=== block 1 ===
block_1/clk_routes.png
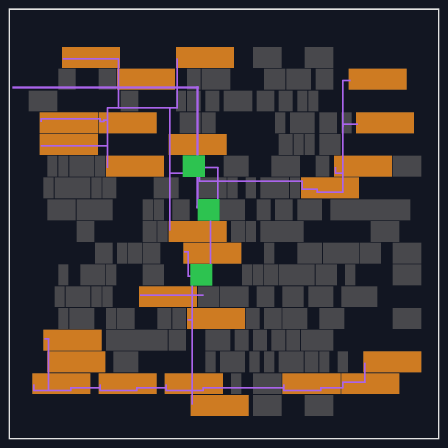

**config.mk**
```make
export PLATFORM = sky130hd
export DESIGN_NAME = traffic_phase_timer
export DESIGN_NICKNAME = d
export VERILOG_FILES = /design/src/rtl/traffic_pkg.sv /design/src/rtl/ped_req_sync.sv /design/src/rtl/traffic_phase_timer.sv
export SDC_FILE = /design/constraint.sdc
export NUM_CORES = 1
export LEC_CHECK = 0
export CAP_MARGIN = 20
export CORE_MARGIN = 2
export CORE_UTILIZATION = 50
export CTS_BUF_LIST = sky130_fd_sc_hd__clkbuf_4
export DETAILED_ROUTE_END_ITERATION = 16
export PLACE_DENSITY = 0.73
export SLEW_MARGIN = 15
export SYNTH_ARGS = -nofsm -noshare
export SYNTH_HDL_FRONTEND = slang
export SYNTH_SLANG_ARGS = --single-unit
```
**constraint.sdc**
```tcl
create_clock -name clk -period 5.3 [get_ports clk]
set_input_delay 0.53 -clock clk [delete_from_list [all_inputs] [get_ports clk]]
set_output_delay 0.53 -clock clk [all_outputs]
set_load 0.05 [all_outputs]
```
**src/rtl/traffic_pkg.sv**
```systemverilog
// Shared phase encodings and default phase durations for the traffic-light
// controller and its timing stage.
package traffic_pkg;

  typedef enum logic [1:0] {
    PH_GREEN   = 2'b00,
    PH_YELLOW  = 2'b01,
    PH_RED     = 2'b10,
    PH_INVALID = 2'b11
  } phase_e;

  localparam int DEF_PRESCALE      = 1000;
  localparam int DEF_CNT_W         = 8;
  localparam int DEF_GREEN_TICKS   = 30;
  localparam int DEF_YELLOW_TICKS  = 4;
  localparam int DEF_RED_TICKS     = 20;
  localparam int DEF_PED_GREEN_MAX = 5;

endpackage

```
**src/rtl/ped_req_sync.sv**
```systemverilog
// Two-flop synchroniser for an asynchronous push-button followed by a
// rising-edge detector producing a one-cycle pulse.
module ped_req_sync (
  input  logic clk,
  input  logic rst,
  input  logic btn,
  output logic pulse
);

  logic [1:0] sync_reg;
  logic       prev_reg;

  always_ff @(posedge clk) begin
    if (rst) begin
      sync_reg <= 2'b00;
      prev_reg <= 1'b0;
    end else begin
      sync_reg <= {sync_reg[0], btn};
      prev_reg <= sync_reg[1];
    end
  end

  assign pulse = sync_reg[1] & ~prev_reg;

endmodule

```
**src/rtl/traffic_phase_timer.sv**
```systemverilog
// Phase timer feeding the traffic-light controller: per-phase tick countdown,
// advance request and pedestrian request handling. Optional TRAFFIC_TIMER_HOLD_EN.
module traffic_phase_timer
  import traffic_pkg::*;
#(
  parameter int PRESCALE      = DEF_PRESCALE,
  parameter int CNT_W         = DEF_CNT_W,
  parameter int GREEN_TICKS   = DEF_GREEN_TICKS,
  parameter int YELLOW_TICKS  = DEF_YELLOW_TICKS,
  parameter int RED_TICKS     = DEF_RED_TICKS,
  parameter int PED_GREEN_MAX = DEF_PED_GREEN_MAX
) (
  input  logic             clk,
  input  logic             rst,
  input  logic [1:0]       phase,
  input  logic             ped_btn,
`ifdef TRAFFIC_TIMER_HOLD_EN
  input  logic             hold,
`endif
  output logic             advance,
  output logic [CNT_W-1:0] remaining,
  output logic             ped_pending,
  output logic             ped_walk
);

  localparam int PS_W = (PRESCALE > 2) ? $clog2(PRESCALE) : 1;
  localparam logic [PS_W-1:0] PS_RELOAD = PS_W'(PRESCALE - 1);

  // A zero-length phase would never be visible to the controller, so stretch it to one tick.
  localparam logic [CNT_W-1:0] GREEN_D  = (GREEN_TICKS  == 0) ? CNT_W'(1) : CNT_W'(GREEN_TICKS);
  localparam logic [CNT_W-1:0] YELLOW_D = (YELLOW_TICKS == 0) ? CNT_W'(1) : CNT_W'(YELLOW_TICKS);
  localparam logic [CNT_W-1:0] RED_D    = (RED_TICKS    == 0) ? CNT_W'(1) : CNT_W'(RED_TICKS);
  localparam logic [CNT_W-1:0] PED_MAX  = CNT_W'(PED_GREEN_MAX);

  function automatic logic [CNT_W-1:0] duration(input logic [1:0] ph);
    case (ph)
      PH_GREEN:  return GREEN_D;
      PH_YELLOW: return YELLOW_D;
      default:   return RED_D;
    endcase
  endfunction

  phase_e           phase_q;
  logic [CNT_W-1:0] remaining_reg;
  logic [PS_W-1:0]  prescale_reg;
  logic             ped_pending_reg;
  logic             ped_walk_reg;
  logic             ped_edge;
  logic             hold_active;
  logic             phase_chg;
  logic             tick;
  logic             ped_set;
  logic             shorten;

`ifdef TRAFFIC_TIMER_HOLD_EN
  assign hold_active = hold;
`else
  assign hold_active = 1'b0;
`endif

  ped_req_sync u_ped_sync (
    .clk   (clk),
    .rst   (rst),
    .btn   (ped_btn),
    .pulse (ped_edge)
  );

  assign phase_chg = (phase != phase_q);
  assign tick      = (prescale_reg == '0);
  assign ped_set   = ped_pending_reg | ped_edge;
  assign shorten   = ped_pending_reg && (phase_q == PH_GREEN) && (remaining_reg > PED_MAX);

  always_ff @(posedge clk) begin
    if (rst) begin
      phase_q         <= PH_RED;
      remaining_reg   <= RED_D;
      prescale_reg    <= PS_RELOAD;
      ped_pending_reg <= 1'b0;
      ped_walk_reg    <= 1'b0;
    end else if (phase_chg) begin
      phase_q       <= phase_e'(phase);
      remaining_reg <= duration(phase);
      prescale_reg  <= PS_RELOAD;
      // A request is served by the RED entry, including one whose edge lands on this very edge.
      if ((phase == PH_RED) && ped_set) begin
        ped_walk_reg    <= 1'b1;
        ped_pending_reg <= 1'b0;
      end else begin
        ped_pending_reg <= ped_set;
        if (phase_q == PH_RED) ped_walk_reg <= 1'b0;
      end
    end else begin
      ped_pending_reg <= ped_set;
      if (!hold_active) begin
        prescale_reg <= tick ? PS_RELOAD : prescale_reg - 1'b1;
        if (shorten)
          remaining_reg <= PED_MAX;
        else if (tick && (remaining_reg != '0))
          remaining_reg <= remaining_reg - 1'b1;
      end
    end
  end

  assign advance     = (remaining_reg == '0) && !hold_active;
  assign remaining   = remaining_reg;
  assign ped_pending = ped_pending_reg;
  assign ped_walk    = ped_walk_reg;

endmodule

```
=== block 2 ===
--- config.mk ---
export PLATFORM = sky130hd
export DESIGN_NAME = gather_vc_allocator
export DESIGN_NICKNAME = d
export VERILOG_FILES = /design/src/rtl/gather_vc_allocator_pkg.sv /design/src/rtl/gather_vc_allocator_rr_arbiter.sv /design/src/rtl/gather_vc_allocator.sv
export SDC_FILE = /design/constraint.sdc
export NUM_CORES = 1
export LEC_CHECK = 0
export ABC_CLOCK_PERIOD_IN_PS = 5400
export CAP_MARGIN = 40
export CORE_MARGIN = 5
export CORE_UTILIZATION = 46
export CTS_BUF_LIST = sky130_fd_sc_hd__clkbuf_4 sky130_fd_sc_hd__clkbuf_8
export CTS_CLUSTER_SIZE = 8
export DETAILED_ROUTE_END_ITERATION = 12
export GPL_TIMING_DRIVEN = 0
export MAX_ROUTING_LAYER = met4
export PLACE_DENSITY_LB_ADDON = 0.2
export SLEW_MARGIN = 0
export SYNTH_ARGS = -nofsm -noshare
export SYNTH_HDL_FRONTEND = slang
export SYNTH_SLANG_ARGS = --single-unit
export TNS_END_PERCENT = 30
--- constraint.sdc ---
create_clock -name clk -period 5.4 [get_ports clk]
set_clock_uncertainty 0.1 [all_clocks]
set_input_delay 1.08 -clock clk [delete_from_list [all_inputs] [get_ports clk]]
set_output_delay 1.08 -clock clk [all_outputs]
set_load 0.02 [all_outputs]
--- src/rtl/gather_vc_allocator_pkg.sv ---
// Shared definitions for the output-port VC allocator and the input gather controllers.
package gather_vc_allocator_pkg;

  localparam int NI = 5;
  localparam int CN = 4;

  typedef enum logic [1:0] {
    FLIT_HEAD = 2'd0,
    FLIT_BODY = 2'd1,
    FLIT_TAIL = 2'd2
  } flit_type_e;

  // Isolates the lowest set bit (two's-complement trick); zero in, zero out.
  function automatic logic [CN-1:0] onehot_lowest(input logic [CN-1:0] vec);
    return vec & (~vec + CN'(1));
  endfunction

endpackage

--- src/rtl/gather_vc_allocator_rr_arbiter.sv ---
// Round-robin arbiter: searches upward from ptr with wrap, reports the slot after the winner.
module rr_arbiter #(
  parameter int N  = 5,
  parameter int PW = 3
) (
  input  logic [N-1:0]  req,
  input  logic [PW-1:0] ptr,
  output logic [N-1:0]  gnt,
  output logic [PW-1:0] nxt_ptr
);

  // Priority search starting at ptr; the first requester found wins.
  always_comb begin
    int   idx_s;
    logic hit_s;
    logic found_s;
    gnt     = '0;
    nxt_ptr = ptr;
    found_s = 1'b0;
    for (int k = 0; k < N; k++) begin
      idx_s   = int'(ptr) + k;
      idx_s   = (idx_s >= N) ? (idx_s - N) : idx_s;
      hit_s   = req[idx_s] & ~found_s;
      gnt[idx_s] = gnt[idx_s] | hit_s;
      found_s = found_s | hit_s;
      nxt_ptr = hit_s ? ((idx_s == N - 1) ? PW'(0) : PW'(idx_s + 1)) : nxt_ptr;
    end
  end

endmodule

--- src/rtl/gather_vc_allocator.sv ---
// Separable output-VC allocator: lowest free candidate per input, then round-robin per VC.
module gather_vc_allocator #(
  parameter int NI = gather_vc_allocator_pkg::NI,
  parameter int CN = gather_vc_allocator_pkg::CN
) (
  input  logic             clk,
  input  logic             rst,
  input  logic [NI*CN-1:0] req_vc,
  input  logic [CN-1:0]    vc_release,
  output logic [NI-1:0]    vc_granted,
  output logic [NI*CN-1:0] sel_out_vc,
  output logic [CN-1:0]    vc_busy
);
  import gather_vc_allocator_pkg::*;

  localparam int PW = (NI > 1) ? $clog2(NI) : 1;

  logic [CN-1:0] busy_r;
  logic [PW-1:0] ptr_r     [CN];
  logic [CN-1:0] pick_s    [NI];
  logic [NI-1:0] arb_req_s [CN];
  logic [NI-1:0] arb_gnt_s [CN];
  logic [PW-1:0] nxt_ptr_s [CN];

  // Stage 1: each input nominates its lowest-index candidate that is not already owned.
  always_comb begin
    for (int i = 0; i < NI; i++) begin
      pick_s[i] = onehot_lowest(req_vc[i*CN +: CN] & ~busy_r);
    end
  end

  // Regroup nominations by VC for the per-VC arbiters.
  always_comb begin
    for (int v = 0; v < CN; v++) begin
      for (int i = 0; i < NI; i++) begin
        arb_req_s[v][i] = pick_s[i][v];
      end
    end
  end

  for (genvar v = 0; v < CN; v++) begin : g_vc_arb
    rr_arbiter #(.N(NI), .PW(PW)) u_rr_arbiter (
      .req     (arb_req_s[v]),
      .ptr     (ptr_r[v]),
      .gnt     (arb_gnt_s[v]),
      .nxt_ptr (nxt_ptr_s[v])
    );
  end

  // Grant outputs; stage 1 gives one nomination per input, so at most one VC per input.
  always_comb begin
    vc_granted = '0;
    sel_out_vc = '0;
    if (rst) begin
      vc_granted = '0;
      sel_out_vc = '0;
    end else begin
      for (int v = 0; v < CN; v++) begin
        for (int i = 0; i < NI; i++) begin
          vc_granted[i]        = vc_granted[i] | arb_gnt_s[v][i];
          sel_out_vc[i*CN + v] = arb_gnt_s[v][i];
        end
      end
    end
  end

  // Ownership and pointer update; a granted VC was free, so it cannot be released the same cycle.
  always_ff @(posedge clk) begin
    if (rst) begin
      busy_r <= '0;
      for (int v = 0; v < CN; v++) begin
        ptr_r[v] <= PW'(0);
      end
    end else begin
      for (int v = 0; v < CN; v++) begin
        if (|arb_gnt_s[v]) begin
          busy_r[v] <= 1'b1;
          ptr_r[v]  <= nxt_ptr_s[v];
        end else if (vc_release[v]) begin
          busy_r[v] <= 1'b0;
        end else begin
          busy_r[v] <= busy_r[v];
        end
      end
    end
  end

  assign vc_busy = busy_r;

endmodule


## Gallery

Cell outlines without signal wires.
(a)
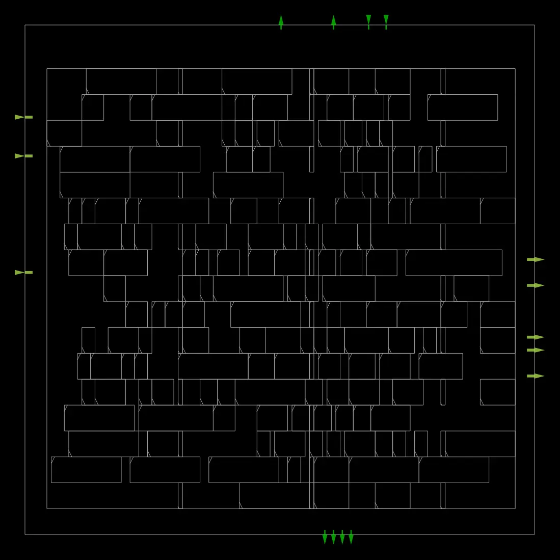
(b)
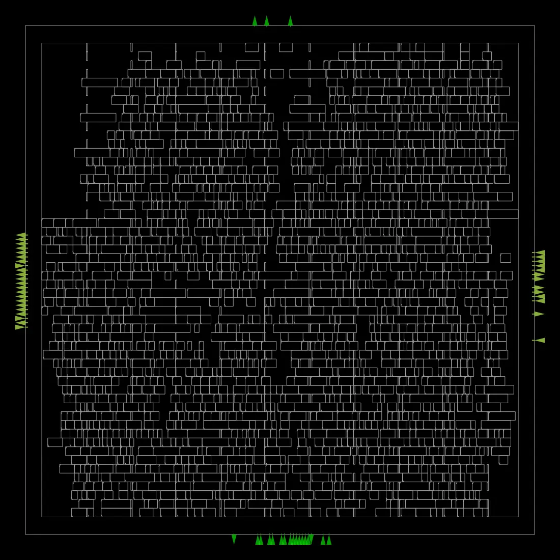
block 2 -> (b)
block 1 -> (a)
Of these, most cells: (b)
Of these, most sequential cells: (a)

block_1/power_grid.png
Scale bar: 20 µm. Pins as bars on the die edge. Tap cells in grey.
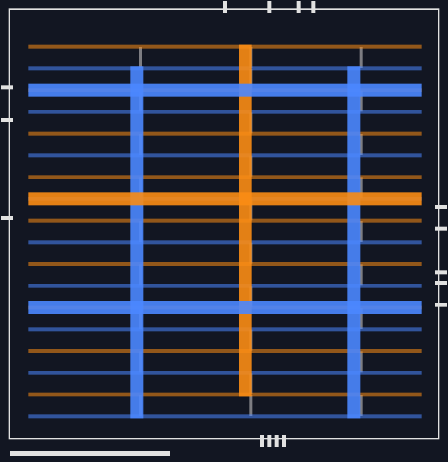
net	colour
VDD	orange
VSS	blue
met1 rails	18
met5 straps	3

Notes on block_1/clk_routes.png above:
[clock wires] purple | length: 256 µm
[flip-flops] orange | count: 25
[clock drivers] green | count: 3
routed clock nets	4
flops lie	all over the die

==> ci_impl_report.md, block 1 <==
### Yosys + OpenROAD results

| Metric | Value |
|---|---|
| Status | `complete, no violations` |
| Post CTS Setup Buffer Count | `0` |
| MUX area fraction | `0` |
| Vias in the first global route | `roughly 900` |
| Vias per inst | `between 5 and 6` |
| Worst path cell trace | `nor2_1 -> nand4b_1 -> inv_1 -> clkdlybuf4s50_1` |
| H-tree depth | `1` |
| Global route hottest layer | `met2` |
| Hold Slack | `approximately 420 ps` |
| Combinational fraction of the cell area | `0.476` |
| Setup crit start kind | `flip-flop` |
| Largest stage delay, worst path | `810 ps` |
| Final instance area | `1430 µm²` |
| Net count, final | `165` |
| Worst Hold End | `prescale_reg[0]$_SDFF_PP1_` |
| DRC violations left | `0` |
| Logic area | `just under 700 µm²` |
| Max Cap Viol | `0` |
| Seq area share | `0.350` |
| Clock buf/inv share | `0.0210` |
| Dominant comb cell | `simple AND/OR/NAND/NOR gates` |
| Hold path start | `prescale_reg[0]$_SDFF_PP1_` |
| # diodes | `0` |
| Logic inverters | `9` |
| Post-DP Area | `1400 µm²` |
## block 1: synth_stat cells (all sizes together)
cell type,n
and3,2
o41ai,1
o2bb2ai,1
xnor2,8
o21ai,2
or2,1
dfxtp,25
xor2,5
nor2b,6
a311oi,1
nand2,16
nand3,7
a21o,1
o311a,1
a2111oi,1
or2b,1
a21oi,4
nor2,12
and2b,1
nand4,1
nor3,9
inv,9
clkbuf,1
or3,3
nand4b,1
nor4,4
ha,5
a221oi,2
buf,1
a21boi,2
nor3b,3
## block 1: worst max-delay path, delay by kind of cell, from the launching register on
kind,cells,cell delay (ps)
buf+inv,2,960
flops,1,430
simple gates,2,480
block_2/placement_by_type.png
Scale bar: 50 µm.
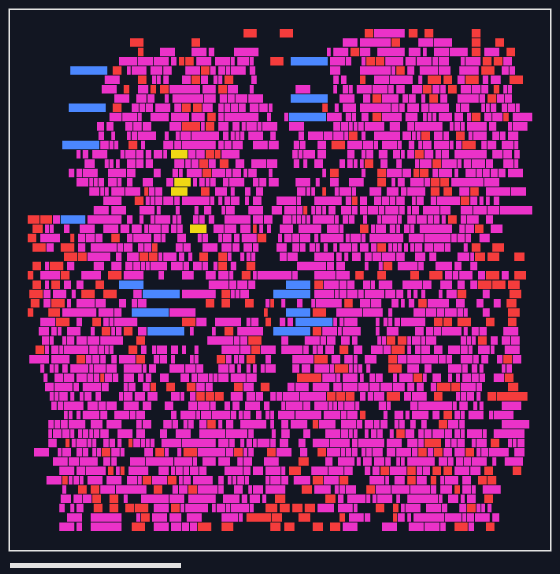
class	colour	cells
combinational and other logic	magenta	1400
remaining buffers and delay cells	red	284
clock drivers and dummy loads	yellow	4
sequential cells	blue	16

block_2/clk_routes.png
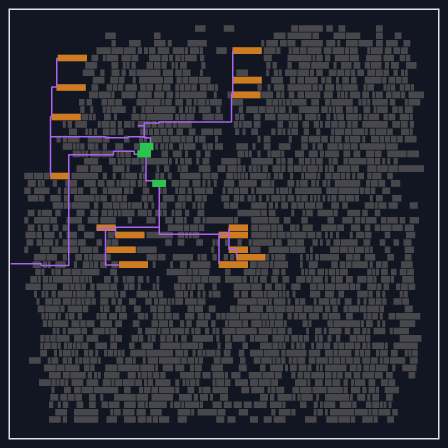
[clock drivers] green | count: 3
[clock wires] purple | length: 381 µm
[flip-flops] orange | count: 16
routed clock nets	4

==> ci_impl_report.md, block 2 <==
### Yosys + OpenROAD results

| Metric | Value |
|---|---|
| Status | `complete, but fails checks` |
| Violated checks | `setup timing` |
| WP data required | `4220 ps` |
| FF/Latch Area | `440 µm²` |
| R2r startpoint | `ptr_r[1][0]$_SDFFCE_PN0P_` |
| Post-cts gate resize count | `437` |
| Initial antenna violation count | `1` |
| Cts hold-fix bufs | `0` |
| Dominant cell area share | `0.153` |
| Clk sinks | `16` |
| Cell type with the largest total area | `ha_1` |
| Fmax | `0.171 GHz` |
| Yosys warning count | `0` |
| CP Class | `flip-flop to output port` |
| Routed len/inst | `around 20 µm` |
| Worst Hold End | `vc_busy[3]$_SDFFE_PP0P_` |
| Yosys chip area | `~10000 µm²` |
| Chip footprint | `24900 µm²` |
| Crit path capture type | `output port` |
| Setup violations, final | `24` |
| Max reg flops | `12` |
| Final WS setup | `-439 ps` |
| Global route hottest layer | `met2` |
| Final estimated routing congestion in global placement | `1.03` |
| # Cells Yosys | `1477` |
| Simple-gate share of the synthesized area | `0.314` |
| Slew Limit Fails | `0` |
| DRC violations left | `0` |
| Final Hold Fails | `0` |
| MUX area fraction | `0.0372` |
-- block 2: cell type report --
| class | instances | area share |
|---|---|---|
| Clock buffer | 4 | 0.00388 |
| Multi-Input combinational cell | 1304 | 0.749 |
| Buffer | 55 | 0.0285 |
| Inverter | 96 | 0.0301 |
| Timing Repair Buffer | 229 | 0.132 |
| Tap cell | 280 | 0.0247 |
| Sequential cell | 16 | 0.0310 |

=== block 3 ===
File: config.mk
export PLATFORM = sky130hd
export DESIGN_NAME = piled_counter
export DESIGN_NICKNAME = d
export VERILOG_FILES = /design/src/rtl/piled_counter_pkg.sv /design/src/rtl/piled_counter_comb.sv /design/src/rtl/piled_counter.sv
export SDC_FILE = /design/constraint.sdc
export NUM_CORES = 1
export LEC_CHECK = 0
export CORE_MARGIN = 2
export CORE_UTILIZATION = 40
export DETAILED_ROUTE_END_ITERATION = 8
export GPL_TIMING_DRIVEN = 0
export PLACE_DENSITY = 0.88
export SYNTH_ARGS = -nofsm -noshare
export SYNTH_HDL_FRONTEND = slang
export SYNTH_SLANG_ARGS = --single-unit
File: constraint.sdc
create_clock -name i_clk -period 0.8 [get_ports i_clk]
set_input_delay 0.12 -clock i_clk [delete_from_list [all_inputs] [get_ports i_clk]]
set_output_delay 0.12 -clock i_clk [all_outputs]
set_load 0.05 [all_outputs]
File: src/rtl/piled_counter_pkg.sv
// piled_counter_pkg: board geometry and packed-count field helpers
package piled_counter_pkg;
  localparam int COL_COUNT = 7;
  localparam int ROW_COUNT = 6;
  localparam int COL_SIZE = 3;
  localparam int ROW_SIZE = 3;
  localparam int PILED_COUNT_ARRAY_SIZE = COL_COUNT * ROW_SIZE;
  typedef logic [ROW_SIZE-1:0] count_t;
  typedef logic [COL_SIZE-1:0] col_t;
  typedef logic [PILED_COUNT_ARRAY_SIZE-1:0] pile_t;
  // Loops keep out-of-range columns from indexing past the array; they yield 0
  function automatic count_t get_field(pile_t a, col_t c);
    count_t r;
    r = '0;
    for (int i = 0; i < COL_COUNT; i++)
      if (col_t'(i) == c) r = a[i*ROW_SIZE +: ROW_SIZE];
    return r;
  endfunction
  function automatic pile_t set_field(pile_t a, col_t c, count_t v);
    pile_t r;
    r = a;
    for (int i = 0; i < COL_COUNT; i++)
      if (col_t'(i) == c) r[i*ROW_SIZE +: ROW_SIZE] = v;
    return r;
  endfunction
endpackage

File: src/rtl/piled_counter_comb.sv
// piled_counter_comb: next-value logic for one drop (extract, compare, increment, splice)
module piled_counter_comb
  import piled_counter_pkg::*;
(
  input  logic [PILED_COUNT_ARRAY_SIZE-1:0] i_arr,
  input  logic [COL_SIZE-1:0]               i_col,
  output logic                              o_valid,
  output logic [ROW_SIZE-1:0]               o_count,
  output logic [PILED_COUNT_ARRAY_SIZE-1:0] o_arr
);
  logic   in_range;
  count_t cnt;
  always_comb begin
    in_range = i_col < col_t'(COL_COUNT);
    cnt = get_field(i_arr, i_col);
    o_valid = in_range && (cnt < count_t'(ROW_COUNT));
    o_count = in_range ? cnt : '0;
    o_arr = o_valid ? set_field(i_arr, i_col, cnt + count_t'(1)) : i_arr;
  end
endmodule

File: src/rtl/piled_counter.sv
// piled_counter: registered per-column stack-height tracker for the drop-game board
module piled_counter
  import piled_counter_pkg::*;
(
  input  logic                              i_clk,
  input  logic                              i_rst_n,
  input  logic [PILED_COUNT_ARRAY_SIZE-1:0] i_piled_count_array,
  input  logic [COL_SIZE-1:0]               i_col,
  output logic                              o_valid,
  output logic [PILED_COUNT_ARRAY_SIZE-1:0] o_piled_counter,
  output logic [ROW_SIZE-1:0]               o_piled_count
);
  logic   valid_d, valid_q;
  count_t count_d, count_q;
  pile_t  arr_d, arr_q;
  piled_counter_comb u_comb (
    .i_arr   (i_piled_count_array),
    .i_col   (i_col),
    .o_valid (valid_d),
    .o_count (count_d),
    .o_arr   (arr_d)
  );
  always_ff @(posedge i_clk or negedge i_rst_n) begin
    if (!i_rst_n) begin
      valid_q <= 1'b0;
      count_q <= '0;
      arr_q <= '0;
    end else begin
      valid_q <= valid_d;
      count_q <= count_d;
      arr_q <= arr_d;
    end
  end
  assign o_valid = valid_q;
  assign o_piled_count = count_q;
  assign o_piled_counter = arr_q;
endmodule

block_3/wires.png
Scale bar: 20 µm. Only two layers are drawn.
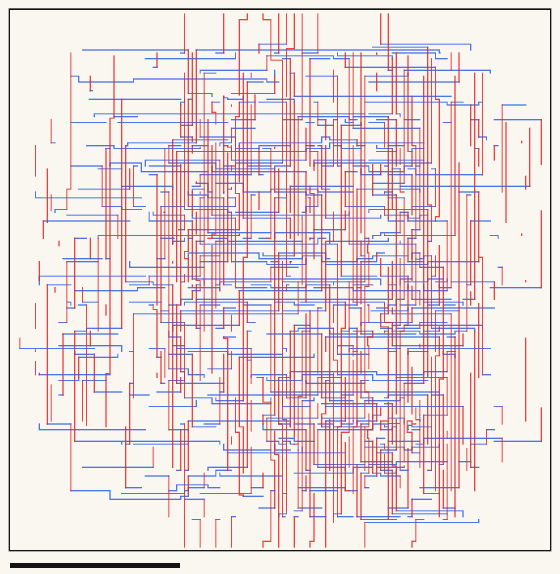
layer	colour	wire length
metal 2	red	2900 µm
metal 1	blue	2200 µm

block_3/placement.png
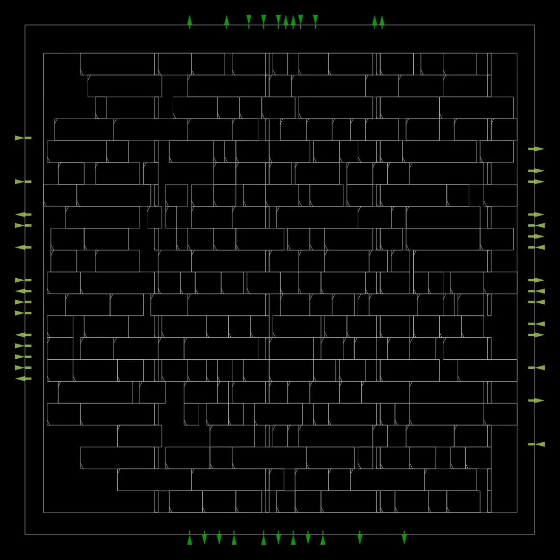
fin util: 0.814
tap cells: 46

block_3/placement_by_type.png
Scale bar: 20 µm.
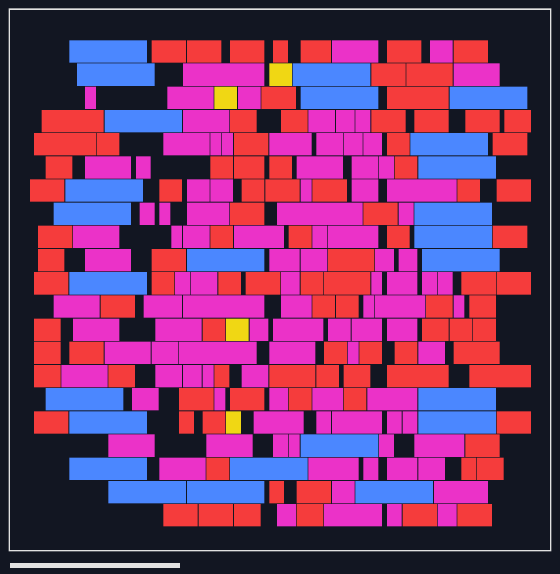
class	colour	cells
sequential cells	blue	25
clock drivers and dummy loads	yellow	4
remaining buffers and delay cells	red	97
combinational and other logic	magenta	103

==> ci_impl_report.md <==
### Yosys + OpenROAD results

| Metric | Value |
|---|---|
| Critical path capture point | `o_piled_counter[14]$_DFF_PN0_` |
| Clock share of power | `0.144` |
| Die Ht | `63.3 µm` |
| Violated checks | `hold timing, setup timing` |
| Final Hold Fails | `25` |
| Distinct cell type count after synthesis | `42` |
| Max Cap Viol | `0` |
| Setup violations, final | `about 50` |
| Status | `complete, but fails checks` |
| Hold Slack | `-223 ps` |
| Met1 WL | `2.20 mm` |
| GR Util met2 | `0.466` |
| Slew Limit Fails | `0` |
| Final WS setup | `-1090 ps` |
| Max reg flops | `21` |
| Cells after Synth | `around 140` |
| Dominant logic cell type in the layout | `buf_6` |
[final cells by class]
class / count / area, µm²
Multi-Input combinational cell: 93 / 1000
Timing Repair Buffer: 90 / 878
Sequential cell: 25 / 626
Fill cell: 210 / 626
Buffer: 7 / 101
Tap cell: 46 / 57.6
Inverter: 10 / 47.5
Clock buffer: 3 / 22.5
Clock inverter: 1 / 5.00
[what timing repair did]
action,4_1_cts,5_1_grt
gates cloned,1,0
endpoints found under the setup margin,75,75
pin swaps,26,13
setup buffers,34,14
resized,283,35
hold endpoints to repair,0,25

Power and IR drop assume default switching activity.
